# ---- block 1 ----
File: src/rtl/matrix2x2_operand_loader_pkg.sv
// Shared definitions for the 2x2 matrix operand loader: element width, the
// loader state encoding and the element-to-bit-position packing helper.
package matrix2x2_operand_loader_pkg;

  localparam int ELEM_W = 8;
  localparam int WORD_W = 4 * ELEM_W;

  typedef enum logic [1:0] {
    LOAD_A  = 2'd0,
    LOAD_B  = 2'd1,
    PRESENT = 2'd2,
    DROP    = 2'd3
  } state_e;

  // Slot 0 is element [0][0] in the MSBs; slot 3 is [1][1] in the LSBs.
  // The multiplier unpacks in this same order.
  function automatic logic [WORD_W-1:0] put_elem(input logic [WORD_W-1:0] word,
                                                 input logic [1:0]        slot,
                                                 input logic [ELEM_W-1:0] elem);
    logic [WORD_W-1:0] w;
    w = word;
    for (int i = 0; i < 4; i++) begin
      if (slot == 2'(i)) w[WORD_W-1-i*ELEM_W -: ELEM_W] = elem;
    end
    return w;
  endfunction

endpackage

File: src/rtl/matrix2x2_operand_loader.sv
// Serial-to-packed operand loader: collects A then B (row-major) from a
// valid/ready element stream and presents them until the consumer acks.
module matrix2x2_operand_loader
  import matrix2x2_operand_loader_pkg::*;
#(
  parameter int CNT_W = 16
) (
  input  logic              clk,
  input  logic              rst,
  input  logic [ELEM_W-1:0] in_data,
  input  logic              in_valid,
  input  logic              in_last,
  output logic              in_ready,
  output logic [WORD_W-1:0] a,
  output logic [WORD_W-1:0] b,
  output logic              mat_valid,
  input  logic              mat_ack,
  output logic              frame_err,
  output logic [CNT_W-1:0]  frames_done,
  output logic [1:0]        dbg_state
);

  // Handshake: an element moves on a rising edge where in_valid and in_ready
  // are both 1; in_ready depends only on the current state.
  state_e            state_q, state_d;
  logic [2:0]        idx_q, idx_d;
  logic [WORD_W-1:0] sha_q, sha_d;
  logic [WORD_W-1:0] shb_q, shb_d;
  logic [WORD_W-1:0] a_q, a_d;
  logic [WORD_W-1:0] b_q, b_d;
  logic              mat_valid_q, mat_valid_d;
  logic              frame_err_q, frame_err_d;
  logic [CNT_W-1:0]  cnt_q, cnt_d;
  logic              accept;

  assign in_ready = (state_q != PRESENT);
  assign accept   = in_valid && in_ready;

  always_comb begin
    state_d     = state_q;
    idx_d       = idx_q;
    sha_d       = sha_q;
    shb_d       = shb_q;
    a_d         = a_q;
    b_d         = b_q;
    mat_valid_d = mat_valid_q;
    frame_err_d = 1'b0;
    cnt_d       = cnt_q;
    unique case (state_q)
      LOAD_A: begin
        if (accept) begin
          if (in_last) begin
            frame_err_d = 1'b1;
            idx_d       = 3'd0;
          end else begin
            sha_d = put_elem(sha_q, idx_q[1:0], in_data);
            idx_d = idx_q + 3'd1;
            if (idx_q == 3'd3) state_d = LOAD_B;
          end
        end
      end
      LOAD_B: begin
        if (accept) begin
          shb_d = put_elem(shb_q, idx_q[1:0], in_data);
          if (idx_q == 3'd7) begin
            idx_d = 3'd0;
            if (in_last) begin
              // The last element is merged on its way into b.
              a_d         = sha_q;
              b_d         = shb_d;
              mat_valid_d = 1'b1;
              cnt_d       = cnt_q + CNT_W'(1);
              state_d     = PRESENT;
            end else begin
              frame_err_d = 1'b1;
              state_d     = DROP;
            end
          end else if (in_last) begin
            frame_err_d = 1'b1;
            idx_d       = 3'd0;
            state_d     = LOAD_A;
          end else begin
            idx_d = idx_q + 3'd1;
          end
        end
      end
      PRESENT: begin
        if (mat_ack) begin
          mat_valid_d = 1'b0;
          idx_d       = 3'd0;
          state_d     = LOAD_A;
        end
      end
      DROP: begin
        if (accept && in_last) begin
          idx_d   = 3'd0;
          state_d = LOAD_A;
        end
      end
      default: state_d = LOAD_A;
    endcase
  end

  always_ff @(posedge clk or negedge rst) begin
    if (!rst) begin
      state_q     <= LOAD_A;
      idx_q       <= 3'd0;
      sha_q       <= '0;
      shb_q       <= '0;
      a_q         <= '0;
      b_q         <= '0;
      mat_valid_q <= 1'b0;
      frame_err_q <= 1'b0;
      cnt_q       <= '0;
    end else begin
      state_q     <= state_d;
      idx_q       <= idx_d;
      sha_q       <= sha_d;
      shb_q       <= shb_d;
      a_q         <= a_d;
      b_q         <= b_d;
      mat_valid_q <= mat_valid_d;
      frame_err_q <= frame_err_d;
      cnt_q       <= cnt_d;
    end
  end

  assign a           = a_q;
  assign b           = b_q;
  assign mat_valid   = mat_valid_q;
  assign frame_err   = frame_err_q;
  assign frames_done = cnt_q;
  assign dbg_state   = state_q;

endmodule

File: config.mk
export PLATFORM = sky130hd
export DESIGN_NAME = matrix2x2_operand_loader
export DESIGN_NICKNAME = d
export VERILOG_FILES = /design/src/rtl/matrix2x2_operand_loader_pkg.sv /design/src/rtl/matrix2x2_operand_loader.sv
export SDC_FILE = /design/constraint.sdc
export NUM_CORES = 1
export LEC_CHECK = 0
export ABC_AREA = 1
export CAP_MARGIN = 20
export CORE_UTILIZATION = 55
export DETAILED_ROUTE_END_ITERATION = 10
export DONT_BUFFER_PORTS = 1
export PLACE_DENSITY = 0.79
export SLEW_MARGIN = 5
export SYNTH_ARGS = -nofsm -noshare
export SYNTH_HDL_FRONTEND = slang
export SYNTH_SLANG_ARGS = --single-unit
File: constraint.sdc
create_clock -name clk -period 1.7 [get_ports clk]
set_clock_uncertainty 0.05 [all_clocks]
set_input_delay 0.255 -clock clk [delete_from_list [all_inputs] [get_ports clk]]
set_output_delay 0.255 -clock clk [all_outputs]
set_load 0.1 [all_outputs]
# ---- block 2 ----
<file path="config.mk">
export PLATFORM = sky130hd
export DESIGN_NAME = adder_accum_37bit_flat
export DESIGN_NICKNAME = d
export VERILOG_FILES = /design/src/rtl/adder_pkg.sv /design/src/rtl/adder_accum_37bit_if.sv /design/src/rtl/csa_37bit.sv /design/src/rtl/adder_accum_37bit.sv /design/src/flat_wrapper.sv
export SDC_FILE = /design/constraint.sdc
export NUM_CORES = 1
export LEC_CHECK = 0
export ABC_CLOCK_PERIOD_IN_PS = 7580
export CORE_ASPECT_RATIO = 1.2
export CORE_MARGIN = 1
export CORE_UTILIZATION = 38
export CTS_BUF_LIST = sky130_fd_sc_hd__clkbuf_2 sky130_fd_sc_hd__clkbuf_4 sky130_fd_sc_hd__clkbuf_8
export DETAILED_ROUTE_END_ITERATION = 7
export GPL_ROUTABILITY_DRIVEN = 0
export REMOVE_ABC_BUFFERS = 1
export SYNTH_ARGS = -nofsm -noshare
export SYNTH_HDL_FRONTEND = slang
export SYNTH_SLANG_ARGS = --single-unit
</file>
<file path="constraint.sdc">
create_clock -name i_clk -period 7.58 [get_ports i_clk]
set_clock_uncertainty 0.15 [all_clocks]
set_input_delay 2.274 -clock i_clk [delete_from_list [all_inputs] [get_ports i_clk]]
set_output_delay 2.274 -clock i_clk [all_outputs]
set_load 0.05 [all_outputs]
</file>
<file path="src/rtl/adder_pkg.sv">
// ----------------------------------------------------------------------------
// adder_pkg
// Shared definitions for the 37-bit carry-select adder and the accumulation
// stage wrapped around it.
//   ADD_WIDTH   : operand / sum width of the adder and accumulator
//   acc_state_t : accumulator FSM states (2-bit encoding)
// ----------------------------------------------------------------------------
package adder_pkg;

    localparam int ADD_WIDTH = 37;

    typedef enum logic [1:0] {
        IDLE  = 2'd0,   // waiting for the first operand of a result
        ACCUM = 2'd1,   // summing the remaining operands
        DONE  = 2'd2    // result presented, waiting for downstream
    } acc_state_t;

    // Width needed to count 0..n inclusive.
    function automatic int cnt_width(input int n);
        return (n < 1) ? 1 : $clog2(n + 1);
    endfunction

endpackage

</file>
<file path="src/rtl/adder_accum_37bit_if.sv">
// ----------------------------------------------------------------------------
// adder_accum_37bit_if
// Operand/result handshake bundle for the accumulation stage.
//   i_clear                  : synchronous abort
//   i_op_valid/o_op_ready    : operand handshake, i_op carries the operand
//   o_res_valid/i_res_ready  : result handshake
//   o_result, o_overflow     : accumulated sum and sticky carry-out flag
//   o_count, o_busy          : progress status
// Modports: master drives operands and takes results; slave is the
// accumulator itself.
// ----------------------------------------------------------------------------
interface adder_accum_37bit_if
    import adder_pkg::*;
#(
    parameter int WIDTH     = ADD_WIDTH,
    parameter int NUM_TERMS = 8
);
    localparam int CNT_W = cnt_width(NUM_TERMS);

    logic             i_clear;
    logic             i_op_valid;
    logic             o_op_ready;
    logic [WIDTH-1:0] i_op;
    logic             o_res_valid;
    logic             i_res_ready;
    logic [WIDTH-1:0] o_result;
    logic             o_overflow;
    logic [CNT_W-1:0] o_count;
    logic             o_busy;

    modport master (
        output i_clear, i_op_valid, i_op, i_res_ready,
        input  o_op_ready, o_res_valid, o_result, o_overflow, o_count, o_busy
    );

    modport slave (
        input  i_clear, i_op_valid, i_op, i_res_ready,
        output o_op_ready, o_res_valid, o_result, o_overflow, o_count, o_busy
    );

endinterface

</file>
<file path="src/rtl/csa_37bit.sv">
// ----------------------------------------------------------------------------
// csa_37bit
// Combinational 37-bit carry-select adder.
//   i_a, i_b : addends
//   i_cin    : carry in
//   o_sum    : i_a + i_b + i_cin, modulo 2^37
//   o_cout   : carry out of bit 36
// Structure: a 5-bit ripple block on the low bits, then four 8-bit blocks
// that each precompute the sum for carry-in 0 and 1 and select with the
// carry arriving from below, so the critical path is one block plus a mux
// chain rather than a full 37-bit ripple.
// ----------------------------------------------------------------------------
module csa_37bit
    import adder_pkg::*;
(
    input  logic [ADD_WIDTH-1:0] i_a,
    input  logic [ADD_WIDTH-1:0] i_b,
    input  logic                 i_cin,
    output logic [ADD_WIDTH-1:0] o_sum,
    output logic                 o_cout
);

    localparam int FIRST_W = 5;
    localparam int BLK_W   = 8;
    localparam int NUM_BLK = (ADD_WIDTH - FIRST_W) / BLK_W;

    // w_carry[g] is the carry into select block g.
    logic [NUM_BLK:0] w_carry;

    assign {w_carry[0], o_sum[FIRST_W-1:0]} =
        {1'b0, i_a[FIRST_W-1:0]} + {1'b0, i_b[FIRST_W-1:0]} + {{FIRST_W{1'b0}}, i_cin};

    for (genvar g = 0; g < NUM_BLK; g++) begin : g_blk
        localparam int LO = FIRST_W + g * BLK_W;

        logic [BLK_W:0] w_sum0;
        logic [BLK_W:0] w_sum1;

        // Both candidate sums are formed in parallel, independent of the
        // incoming carry.
        assign w_sum0 = {1'b0, i_a[LO +: BLK_W]} + {1'b0, i_b[LO +: BLK_W]};
        assign w_sum1 = {1'b0, i_a[LO +: BLK_W]} + {1'b0, i_b[LO +: BLK_W]}
                        + {{BLK_W{1'b0}}, 1'b1};

        assign o_sum[LO +: BLK_W] = w_carry[g] ? w_sum1[BLK_W-1:0] : w_sum0[BLK_W-1:0];
        assign w_carry[g+1]       = w_carry[g] ? w_sum1[BLK_W]     : w_sum0[BLK_W];
    end

    assign o_cout = w_carry[NUM_BLK];

endmodule

</file>
<file path="src/rtl/adder_accum_37bit.sv">
// ----------------------------------------------------------------------------
// adder_accum_37bit
// Registered accumulation loop around csa_37bit: sums NUM_TERMS operands
// taken over a valid/ready handshake and presents the total, with a sticky
// carry-out flag, on a valid/ready result port.
//   i_clk   : clock, rising edge
//   i_rst_n : asynchronous active-low reset
//   bus     : slave side of adder_accum_37bit_if (operands, result, status)
// Flow: IDLE takes the first operand (adder term1 forced to 0), ACCUM adds
// the rest, DONE holds the result until i_res_ready. All outputs decode from
// registers only.
// ----------------------------------------------------------------------------
module adder_accum_37bit
    import adder_pkg::*;
#(
    parameter  int NUM_TERMS = 8,
    localparam int WIDTH     = ADD_WIDTH,
    localparam int CNT_W     = cnt_width(NUM_TERMS)
)(
    input  logic                 i_clk,
    input  logic                 i_rst_n,
    adder_accum_37bit_if.slave   bus
);

    localparam logic [CNT_W-1:0] LAST_CNT = CNT_W'(NUM_TERMS);

    acc_state_t       r_state;
    logic [WIDTH-1:0] r_acc;
    logic [CNT_W-1:0] r_count;
    logic             r_overflow;

    acc_state_t       w_state_next;
    logic [WIDTH-1:0] w_acc_next;
    logic [CNT_W-1:0] w_count_next;
    logic             w_overflow_next;

    logic [WIDTH-1:0] w_term1;
    logic [WIDTH-1:0] w_sum;
    logic             w_cout;
    logic             w_op_ready;
    logic             w_accept;
    logic [CNT_W-1:0] w_count_inc;

    // ------------------------------------------------------------------
    // Feedback adder. In IDLE the first operand passes straight through,
    // so no separate clear of acc is needed before a new result.
    // ------------------------------------------------------------------
    assign w_term1 = (r_state == IDLE) ? '0 : r_acc;

    csa_37bit u_csa (
        .i_a    (w_term1),
        .i_b    (bus.i_op),
        .i_cin  (1'b0),
        .o_sum  (w_sum),
        .o_cout (w_cout)
    );

    // Ready depends on registered state only, never on i_res_ready.
    assign w_op_ready  = (r_state != DONE);
    assign w_accept    = bus.i_op_valid & w_op_ready;
    assign w_count_inc = r_count + CNT_W'(1);

    // ------------------------------------------------------------------
    // Next-state and datapath update
    // ------------------------------------------------------------------
    always_comb begin
        // NOTE: every signal gets a default before any branch, so no path
        // leaves one unassigned and no latch is inferred.
        w_state_next    = r_state;
        w_acc_next      = r_acc;
        w_count_next    = r_count;
        w_overflow_next = r_overflow;

        if (bus.i_clear) begin
            // Abort wins over everything: a same-cycle operand is dropped
            // and a pending result is discarded.
            w_state_next    = IDLE;
            w_acc_next      = '0;
            w_count_next    = '0;
            w_overflow_next = 1'b0;
        end else begin
            unique case (r_state)
                IDLE: begin
                    if (w_accept) begin
                        w_acc_next      = w_sum;
                        w_count_next    = CNT_W'(1);
                        w_overflow_next = 1'b0;
                        w_state_next    = (NUM_TERMS == 1) ? DONE : ACCUM;
                    end
                end
                ACCUM: begin
                    if (w_accept) begin
                        w_acc_next      = w_sum;
                        w_count_next    = w_count_inc;
                        w_overflow_next = r_overflow | w_cout;
                        if (w_count_inc == LAST_CNT) begin
                            w_state_next = DONE;
                        end
                    end
                end
                DONE: begin
                    if (bus.i_res_ready) begin
                        w_state_next    = IDLE;
                        w_acc_next      = '0;
                        w_count_next    = '0;
                        w_overflow_next = 1'b0;
                    end
                end
                default: begin
                    // Unused encoding: recover to a clean idle.
                    w_state_next    = IDLE;
                    w_acc_next      = '0;
                    w_count_next    = '0;
                    w_overflow_next = 1'b0;
                end
            endcase
        end
    end

    // ------------------------------------------------------------------
    // State registers
    // ------------------------------------------------------------------
    always_ff @(posedge i_clk or negedge i_rst_n) begin
        if (!i_rst_n) begin
            r_state    <= IDLE;
            r_acc      <= '0;
            r_count    <= '0;
            r_overflow <= 1'b0;
        end else begin
            // NOTE: non-blocking assignments here so every register samples
            // the pre-edge values; blocking would make update order matter.
            r_state    <= w_state_next;
            r_acc      <= w_acc_next;
            r_count    <= w_count_next;
            r_overflow <= w_overflow_next;
        end
    end

    // ------------------------------------------------------------------
    // Outputs, all decoded from registers
    // ------------------------------------------------------------------
    assign bus.o_op_ready  = w_op_ready;
    assign bus.o_res_valid = (r_state == DONE);
    assign bus.o_result    = r_acc;
    assign bus.o_overflow  = r_overflow;
    assign bus.o_count     = r_count;
    assign bus.o_busy      = (r_state != IDLE);

endmodule
</file>
<file path="src/flat_wrapper.sv">
// flat-port wrapper written by rule: the top's interface ports become plain ports
module adder_accum_37bit_flat import adder_pkg::*;
#(
    parameter  int NUM_TERMS = 8,
    localparam int WIDTH     = ADD_WIDTH,
    localparam int CNT_W     = cnt_width(NUM_TERMS)
)
  (i_clk, i_rst_n, bus_i_clear, bus_i_op_valid, bus_i_op, bus_i_res_ready, bus_o_op_ready, bus_o_res_valid, bus_o_result, bus_o_overflow, bus_o_count, bus_o_busy);
  adder_accum_37bit_if #(.NUM_TERMS(NUM_TERMS)) bus_i ();
  input  logic i_clk;
  input  logic i_rst_n;
  input wire logic [$bits(bus_i.i_clear)-1:0] bus_i_clear;
  input wire logic [$bits(bus_i.i_op_valid)-1:0] bus_i_op_valid;
  input wire logic [$bits(bus_i.i_op)-1:0] bus_i_op;
  input wire logic [$bits(bus_i.i_res_ready)-1:0] bus_i_res_ready;
  output wire logic [$bits(bus_i.o_op_ready)-1:0] bus_o_op_ready;
  output wire logic [$bits(bus_i.o_res_valid)-1:0] bus_o_res_valid;
  output wire logic [$bits(bus_i.o_result)-1:0] bus_o_result;
  output wire logic [$bits(bus_i.o_overflow)-1:0] bus_o_overflow;
  output wire logic [$bits(bus_i.o_count)-1:0] bus_o_count;
  output wire logic [$bits(bus_i.o_busy)-1:0] bus_o_busy;
  assign bus_i.i_clear = bus_i_clear;
  assign bus_i.i_op_valid = bus_i_op_valid;
  assign bus_i.i_op = bus_i_op;
  assign bus_i.i_res_ready = bus_i_res_ready;
  assign bus_o_op_ready = bus_i.o_op_ready;
  assign bus_o_res_valid = bus_i.o_res_valid;
  assign bus_o_result = bus_i.o_result;
  assign bus_o_overflow = bus_i.o_overflow;
  assign bus_o_count = bus_i.o_count;
  assign bus_o_busy = bus_i.o_busy;
  adder_accum_37bit #(.NUM_TERMS(NUM_TERMS)) u_core (.i_clk(i_clk), .i_rst_n(i_rst_n), .bus(bus_i));
endmodule
</file>
# ---- block 3 ----
**config.mk**
```make
export PLATFORM = sky130hd
export DESIGN_NAME = increment_program_counter
export DESIGN_NICKNAME = d
export VERILOG_FILES = /design/src/rtl/ipc_pkg.sv /design/src/rtl/ipc_ripple_adder.sv /design/src/rtl/increment_program_counter.sv
export SDC_FILE = /design/constraint.sdc
export NUM_CORES = 1
export LEC_CHECK = 0
export CAP_MARGIN = 25
export CORE_AREA = 3 3 40 42
export CTS_CLUSTER_DIAMETER = 40
export DETAILED_ROUTE_END_ITERATION = 7
export DIE_AREA = 0 0 43 45
export SYNTH_ARGS = -nofsm -noshare
export SYNTH_HDL_FRONTEND = slang
export SYNTH_SLANG_ARGS = --single-unit
```
**constraint.sdc**
```tcl
create_clock -name clk -period 1.98 [get_ports clk]
set_input_delay 0.594 -clock clk [delete_from_list [all_inputs] [get_ports clk]]
set_output_delay 0.594 -clock clk [all_outputs]
set_load 0.01 [all_outputs]
```
**src/rtl/ipc_pkg.sv**
```systemverilog
// Shared definitions for the increment_program_counter block: datapath
// width, sequencer length and the fixed phase / increment constants.
package ipc_pkg;

  localparam int PC_W   = 5;
  localparam int PHASES = 4;

  localparam logic [PHASES-1:0] PHASE_FIRST = 4'b0001;
  localparam logic [PHASES-1:0] PHASE_LAST  = 4'b1000;
  localparam logic [PC_W-1:0]   INC_ONE     = 5'b00001;

  typedef logic [PC_W-1:0] pc_t;

endpackage : ipc_pkg

```
**src/rtl/ipc_ripple_adder.sv**
```systemverilog
// PC_W-bit ripple-carry adder: a chain of full-adder cells, each stage
// taking the carry out of the stage below it.
module ipc_ripple_adder
  import ipc_pkg::*;
(
  input  logic [PC_W-1:0] a,
  input  logic [PC_W-1:0] b,
  input  logic            cin,
  output logic [PC_W-1:0] sum,
  output logic            cout
);

  // carry[k] is the carry into stage k; carry[PC_W] leaves the chain.
  logic [PC_W:0] carry;

  assign carry[0] = cin;

  for (genvar k = 0; k < PC_W; k++) begin : g_fa
    // Full-adder cell for bit k.
    assign sum[k]     = a[k] ^ b[k] ^ carry[k];
    assign carry[k+1] = (a[k] & b[k]) | (a[k] & carry[k]) | (b[k] & carry[k]);
  end

  assign cout = carry[PC_W];

endmodule : ipc_ripple_adder

```
**src/rtl/increment_program_counter.sv**
```systemverilog
// Fetch-stage program counter with a built-in 4-phase one-hot sequencer.
// The PC loads its ripple-adder increment once per instruction cycle, on
// the last phase. Build option IPC_SINGLE_CYCLE_STEP_EN makes the PC step
// on every non-reset edge while the phase register keeps rotating.
module increment_program_counter
  import ipc_pkg::*;
(
  input  logic                clk,
  input  logic                reset,       // synchronous, active low
  input  logic [0:PC_W-1]     I,           // I[0] is the MSB
  output logic [PHASES-1:0]   sh_reg_out,
  output logic [PC_W-1:0]     adder_out
);

  pc_t               pc_q, pc_d;
  logic [PHASES-1:0] sh_q, sh_d;
  pc_t               start_pc;
  logic              unused_cout;

  // I is declared ascending; reverse it explicitly so I[0] lands on the PC MSB.
  for (genvar k = 0; k < PC_W; k++) begin : g_start
    assign start_pc[PC_W-1-k] = I[k];
  end

  ipc_ripple_adder u_adder (
    .a    (pc_q),
    .b    (INC_ONE),
    .cin  (1'b0),
    .sum  (adder_out),
    .cout (unused_cout)
  );

  // Run-mode next state: rotate the phase, step the PC on the last phase,
  // and recover any non-one-hot phase value to the first phase.
  always_comb begin
    // NOTE: defaults first so every path assigns both signals and no latch is inferred.
    pc_d = pc_q;
    sh_d = sh_q;
    unique case (sh_q)
      4'b0001, 4'b0010, 4'b0100: sh_d = sh_q << 1;
      PHASE_LAST: begin
        sh_d = PHASE_FIRST;
        pc_d = adder_out;
      end
      default: sh_d = PHASE_FIRST;
    endcase
`ifdef IPC_SINGLE_CYCLE_STEP_EN
    pc_d = adder_out;
`endif
  end

  // State registers; reset loads the start PC from I and the first phase.
  always_ff @(posedge clk) begin
    // NOTE: non-blocking assignments so all registers update together at the edge.
    if (!reset) begin
      pc_q <= start_pc;
      sh_q <= PHASE_FIRST;
    end else begin
      pc_q <= pc_d;
      sh_q <= sh_d;
    end
  end

  assign sh_reg_out = sh_q;

endmodule : increment_program_counter

```
# ---- block 4 ----
==> src/rtl/sdiv_issue.sv <==
// rtl/sdiv_issue.sv - credit-gated issue stage that queues signed-divide requests for sdiv
//
// Build option: define SDIV_ISSUE_SPECIAL_EN to compute the divide-by-zero and
// INT_MIN / -1 overflow flags for each issued operation. Without it both flags
// are tied to 0 and no comparators are built.
//
// Parameters
//   DEPTH    request FIFO entries (power of two, >= 2)
//   CREDITS  operations allowed in flight in sdiv plus its result buffer (>= 1)
//
// Ports
//   clk        sole clock, rising edge
//   rst        synchronous active-high reset
//   in_vld     upstream request valid
//   in_rdy     FIFO has room; a request is taken when in_vld && in_rdy
//   in_n       signed dividend
//   in_d       divisor
//   en         registered one-cycle issue strobe to sdiv
//   n          registered dividend, valid with en
//   d          registered divisor, valid with en
//   cred_ret   one-cycle credit return pulse from the result buffer
//   credits    credits currently available
//   spec_zero  issued operation has d == 0, valid with en
//   spec_ovf   issued operation is 0x80000000 / 0xFFFFFFFF, valid with en
//   err        sticky: credit returned while none were outstanding

module sdiv_issue #(
    parameter int DEPTH   = 4,
    parameter int CREDITS = 8
) (
    input  logic                         clk,
    input  logic                         rst,
    input  logic                         in_vld,
    output logic                         in_rdy,
    input  logic [31:0]                  in_n,
    input  logic [31:0]                  in_d,
    output logic                         en,
    output logic [31:0]                  n,
    output logic [31:0]                  d,
    input  logic                         cred_ret,
    output logic [$clog2(CREDITS+1)-1:0] credits,
    output logic                         spec_zero,
    output logic                         spec_ovf,
    output logic                         err
);

    localparam int AW = $clog2(DEPTH);
    localparam int CW = $clog2(DEPTH + 1);
    localparam int KW = $clog2(CREDITS + 1);

    localparam logic [CW-1:0] FIFO_FULL   = CW'(DEPTH);
    localparam logic [KW-1:0] CREDITS_MAX = KW'(CREDITS);

    // Request storage; the data array carries no reset because occupancy
    // alone decides which entries are live.
    logic [31:0]   mem_n [DEPTH];
    logic [31:0]   mem_d [DEPTH];
    logic [AW-1:0] wptr;
    logic [AW-1:0] rptr;
    logic [CW-1:0] count;

    logic          push;
    logic          pop;
    logic [31:0]   head_n;
    logic [31:0]   head_d;

    logic [AW-1:0] wptr_nxt;
    logic [AW-1:0] rptr_nxt;
    logic [CW-1:0] count_nxt;
    logic [KW-1:0] credits_nxt;
    logic          err_nxt;

    // Readiness depends on occupancy only, so a full FIFO cannot take a push
    // on the same edge as a pop; room shows up one cycle later.
    assign in_rdy = (count < FIFO_FULL);
    assign push   = in_vld && in_rdy;

    // Issue uses pre-edge credits: a returning credit cannot be spent on the
    // edge it arrives.
    assign pop    = (count != '0) && (credits != '0);

    assign head_n = mem_n[rptr];
    assign head_d = mem_d[rptr];

    always_ff @(posedge clk) begin
        if (push) begin
            mem_n[wptr] <= in_n;
            mem_d[wptr] <= in_d;
        end
    end

    always_comb begin
        wptr_nxt    = wptr;
        rptr_nxt    = rptr;
        count_nxt   = count;
        credits_nxt = credits;
        err_nxt     = err;

        // Pointers wrap naturally because DEPTH is a power of two.
        if (push) begin
            wptr_nxt = wptr + 1'b1;
        end
        if (pop) begin
            rptr_nxt = rptr + 1'b1;
        end

        case ({push, pop})
            2'b10:   count_nxt = count + 1'b1;
            2'b01:   count_nxt = count - 1'b1;
            default: count_nxt = count;
        endcase

        // An issue and a return on the same edge cancel out.
        if (pop && !cred_ret) begin
            credits_nxt = credits - 1'b1;
        end else if (cred_ret && !pop) begin
            if (credits == CREDITS_MAX) begin
                err_nxt = 1'b1;
            end else begin
                credits_nxt = credits + 1'b1;
            end
        end
    end

    always_ff @(posedge clk) begin
        if (rst) begin
            wptr    <= '0;
            rptr    <= '0;
            count   <= '0;
            credits <= CREDITS_MAX;
            err     <= 1'b0;
            en      <= 1'b0;
            n       <= '0;
            d       <= '0;
        end else begin
            wptr    <= wptr_nxt;
            rptr    <= rptr_nxt;
            count   <= count_nxt;
            credits <= credits_nxt;
            err     <= err_nxt;
            en      <= pop;
            // Operands hold between issues so sdiv sees stable inputs.
            if (pop) begin
                n <= head_n;
                d <= head_d;
            end
        end
    end

`ifdef SDIV_ISSUE_SPECIAL_EN
    logic head_zero;
    logic head_ovf;

    assign head_zero = (head_d == 32'h0000_0000);
    assign head_ovf  = (head_n == 32'h8000_0000) && (head_d == 32'hFFFF_FFFF);

    always_ff @(posedge clk) begin
        if (rst) begin
            spec_zero <= 1'b0;
            spec_ovf  <= 1'b0;
        end else if (pop) begin
            spec_zero <= head_zero;
            spec_ovf  <= head_ovf;
        end
    end
`else
    assign spec_zero = 1'b0;
    assign spec_ovf  = 1'b0;
`endif

endmodule

==> config.mk <==
export PLATFORM = sky130hd
export DESIGN_NAME = sdiv_issue
export DESIGN_NICKNAME = d
export VERILOG_FILES = /design/src/rtl/sdiv_issue.sv
export SDC_FILE = /design/constraint.sdc
export NUM_CORES = 1
export LEC_CHECK = 0
export CAP_MARGIN = 20
export CORE_ASPECT_RATIO = 1.5
export CORE_UTILIZATION = 55
export CTS_CLUSTER_SIZE = 16
export DETAILED_ROUTE_END_ITERATION = 10
export PLACE_DENSITY_LB_ADDON = 0.12
export SLEW_MARGIN = 10
export SYNTH_ARGS = -nofsm -noshare
export SYNTH_HDL_FRONTEND = slang
export SYNTH_SLANG_ARGS = --single-unit
==> constraint.sdc <==
create_clock -name clk -period 3.8 [get_ports clk]
set_clock_uncertainty 0.1 [all_clocks]
set_input_delay 1.14 -clock clk [delete_from_list [all_inputs] [get_ports clk]]
set_output_delay 1.14 -clock clk [all_outputs]
set_load 0.01 [all_outputs]
### I/O nets highlighted, block 2

Bar = 20 um.
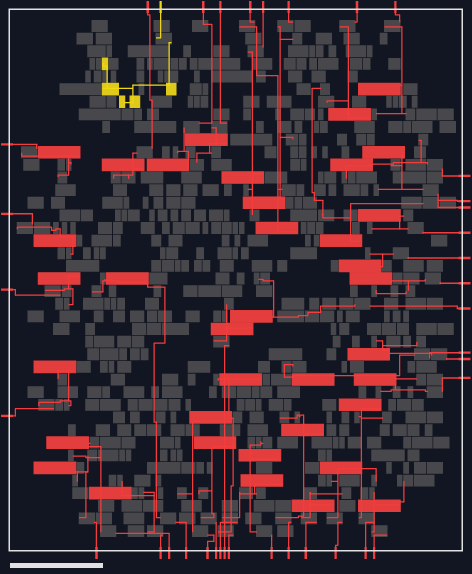
legend:
  `bus_i_op_valid`:
    color: yellow
    bits: 1
    direction: input
    end_cells: 5
    buffers: 1
    wire: 42.4 um
  `bus_o_result`:
    color: red
    bits: 37
    direction: output
    end_cells: 37
    buffers: 37
    wire: 1,390 um
Ports: 87
IO buf count: 86

### Met1 routing, block 2

Bar = 20 um.
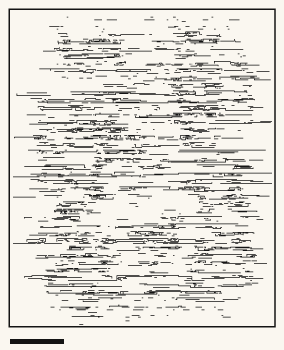
wire length on this layer: 4,650 um
nets with wire on the layer: 589
longest straight run: 34.3 um
share of all routed wire: 45%
main direction: horizontal
M1 GR Usage: 22.2%
via count: 3,678

==> flow_metrics.py, block 2 <==
# Auto-generated metrics
metrics = {
    "setup_path": {
        "crit_buf_inv": 2,
        "cp_cell_sequence": "clkdlybuf4s50_1, ha_1, inv_1, fa_1, xnor2_1, nand2_1, a211oi_1, nand3_2, nand4b_1, a21oi_2, mux2i_2, xor2_2, or4_1, nand3_1",
        "critPathSlowestCell": "or4_1",
    },
    "final_layout": {
        "seq_area_sq_um": 1100,
        "nClkBuffers": 6,
        "buffers": 87,
        "fin_cells": 697,
        "largest_class": "multi-input combinational cells",
        "final_util_pct": 49.2,
        "logic_area_sq_um": 2920,
        "buffer_area_share_pct": 16.6,
    },
    "placement": {
        "dpl_cell_area_sq_um": 5120,
    },
    "final_timing": {
        "drv_slew": 0,
        "max_slew.worst_pin.slew_ns": 1.10,
    },
    "die": {
        "fp_util_pct": 39.2,
    },
    "logic_synthesis": {
        "ys.flop_type": "dfrtp_1",
        "ys_sh_mux_pct": 0.816,
        "ys_seq_share_pct": 26.6,
        "ys_sh_aoi_pct": 19.8,
    },
    "pwr": {
        "cellLeakagePower_nw": 2.22,
        "sequentialPowerShare_pct": 37.6,
        "power.share.clock_pct": 21.3,
        "p_comb_share_pct": 41.1,
    },
    "routing": {
        "drtIter0Drc": 98,
        "viasPerCell": 5.28,
    },
    "outcome": {
        "status": "finished clean",
    },
    "global_routing": {
        "grt_pass1_vias": 3566,
        "grt_usage_pct": 18.3,
        "grt_pass1_wl_mm": 17.0,
    },
    "min_path": {
        "hp-start": "u_core.bus.o_result[23]$_DFFE_PN0P_",
    },
}
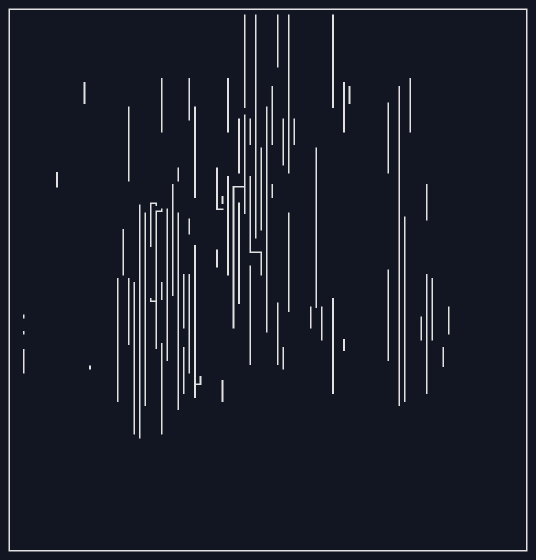
*Signal wires on met2, block 3*
nets with wire on the layer: 57
share of all routed wire: 51%
longest straight run: 26.5 um

### Met1 routing, block 3

Bar = 10 um.
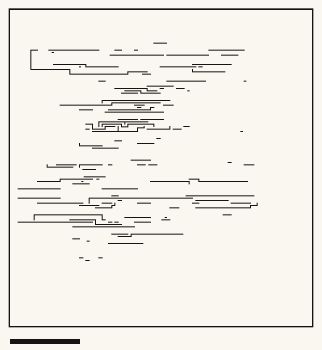
main direction: horizontal
longest straight run: 14.7 um
share of all routed wire: 42%
wire length on this layer: 397 um
nets with wire on the layer: 52
Detailed Route WL: 951 um
via count: 316

==> flow_metrics.py, block 3 <==
# Auto-generated metrics
metrics = {
    "clocking": {
        "htreeDepth": 1,
        "clock_sinks": 9,
        "clkTransAtPathRegs_ns": 0.07,
    },
    "final_layout": {
        "ff_count": 9,
        "drive_gt1_share_pct": 40.0,
        "clock_area_share_pct": 3.94,
        "num-multi-input-gates": 17,
    },
    "setup_path": {
        "cp_max_fo": 2,
        "path_class": "flip-flop to primary output",
    },
    "final_timing": {
        "setup_viol": 1,
        "fmax_mhz": 487,
        "whs_ns": 0.551,
        "fin_ws_ns": -0.0719,
    },
    "logic_synthesis": {
        "synth_area_sq_um": 429,
        "synthTopCellsByArea": "edfxtp_1, dfxtp_1, mux2_2",
        "top_area_share_pct": 35.0,
        "topCombFamilyByArea": "multiplexers",
        "synthTopCellsByCount": "edfxtp_1, mux2_2, dfxtp_1, ha_1",
    },
    "die": {
        "core_area_sq_um": 1280,
    },
    "outcome": {
        "violations": "setup timing",
        "status": "finished with violations",
    },
    "placement": {
        "dpl_cell_area_sq_um": 594,
        "place.gp.congestion": 0.673,
        "dpl.hpwl_um": 660,
    },
    "global_routing": {
        "grt_usage_pct": 10.6,
        "grt_max_degree": 8,
    },
}
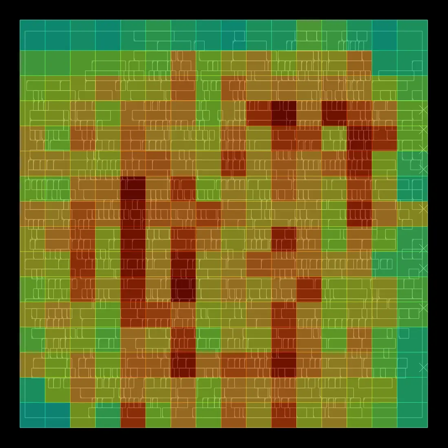
*Congestion heat map, block 1*
M1 GR Usage: 34.5%
met3 GRT Util: 7.68%
Finished Core Util: 73.8%
all-layer global routing usage: 27.7%
met2 global-route usage: 45.5%

==> flow_metrics.py, block 1 <==
# Auto-generated metrics
metrics = {
    "outcome": {
        "status": "finished with violations",
        "violations": "DRC, hold timing, setup timing",
    },
    "placement": {
        "place_ws_ns": -0.0117,
    },
    "final_timing": {
        "setup_viol": 6,
        "max_slew_margin_pct": 71.2,
        "hold_violations": 151,
        "whs_ns": -0.518,
        "fin_ws_ns": -0.0425,
        "fmax_mhz": 574,
    },
    "final_layout": {
        "final_common_cell": "nand2_1",
        "buffers": 123,
        "seq_area_sq_um": 3810,
        "fillCellCount": 775,
    },
    "routing": {
        "route.detailed.drc": 9,
    },
    "clocking": {
        "clockBufferDepth": 2,
    },
    "setup_path": {
        "cp.depth": 4,
    },
    "die": {
        "rows": 39,
    },
    "logic_synthesis": {
        "xor_area_share_pct": 0.660,
    },
    "pwr": {
        "p_int_mw": 7.71,
    },
}
### Met1 routing, block 4

Bar = 20 um.
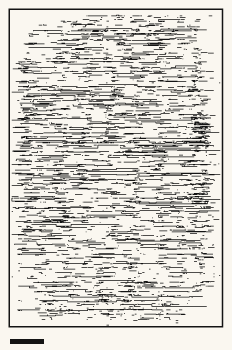
share of all routed wire: 41%
main direction: horizontal
nets with wire on the layer: 828
longest straight run: 40.0 um

==> flow_metrics.py, block 4 <==
# Auto-generated metrics
metrics = {
    "global_routing": {
        "grt_pass1_vias": 6768,
        "grt_usage_pct": 20.8,
        "grt_pass1_wl_mm": 35.5,
        "grt_max_degree": 67,
    },
    "die": {
        "ios": 141,
        "core_area_sq_um": 21700,
        "die_x_um": 124,
        "die_h_um": 184,
    },
    "pwr": {
        "p_comb_share_pct": 27.1,
        "sequentialPowerShare_pct": 45.9,
        "swShare_pct": 28.5,
        "p_total_mw": 11.0,
        "maxPowerGroup": "sequential cells",
    },
    "outcome": {
        "status": "finished clean",
    },
    "routing": {
        "ant_nets": 0,
        "drtIter0Drc": 404,
        "met2_length_mm": 12.1,
    },
    "final_layout": {
        "nNetsFinal": 923,
    },
    "run": {
        "warnings": 31,
    },
    "placement": {
        "numPortBuffers": 138,
        "place.gp.congestion": 0.713,
    },
    "setup_path": {
        "critPathSlowestCell": "clkdlybuf4s50_1",
        "r2r_slack_ns": 1.15,
    },
    "min_path": {
        "worstHoldEndpoint": "n[30]$_SDFFE_PP0P_",
    },
    "logic_synthesis": {
        "yosys_warnings": 0,
    },
}


==> screenshots <==
Signal wires on met2.
(a)
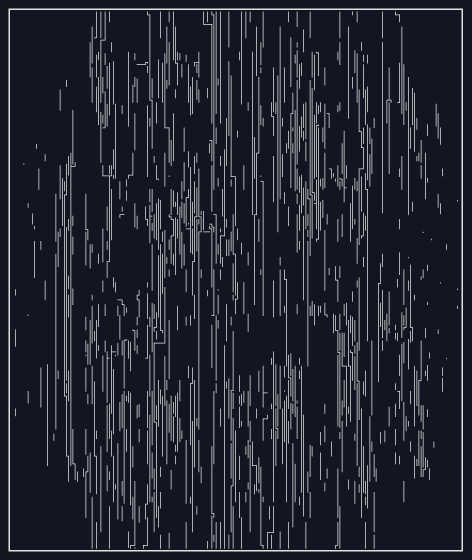
(b)
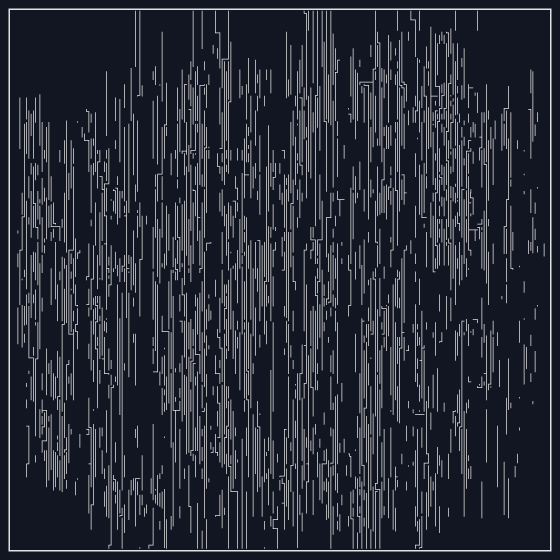
(c)
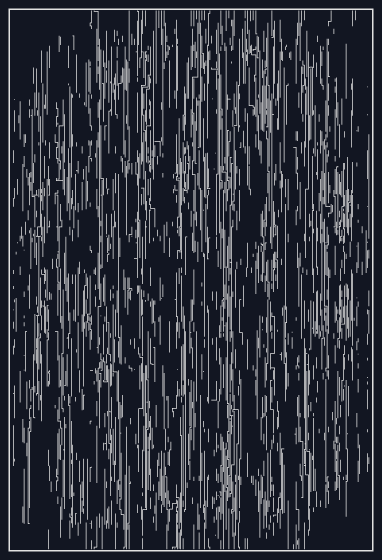
(c) is block 4.
(a) is block 2.
(b) is block 1.

Key to (b):
nets with wire on the layer: 759
longest straight run: 40.8 um
wire length on this layer: 8,320 um
main direction: vertical
share of all routed wire: 50%


## Gallery

Signal wires on met3.
Plate I
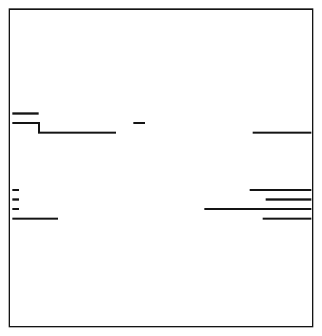
Plate II
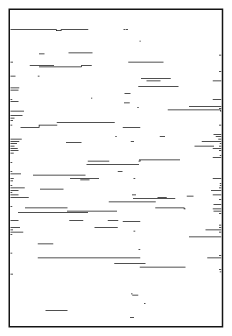
Plate III
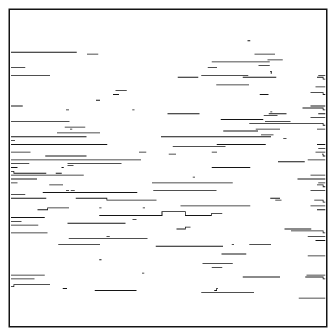
Plate IV
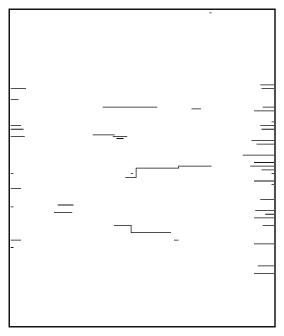
| from | picture |
|---|---|
| block 1 | Plate III |
| block 4 | Plate II |
| block 3 | Plate I |
| block 2 | Plate IV |

Key to Plate I:
main direction: horizontal
wire length on this layer: 73.3 um
nets with wire on the layer: 12
longest straight run: 14.9 um
share of all routed wire: 7.7%

Power and IR drop assume default switching activity.
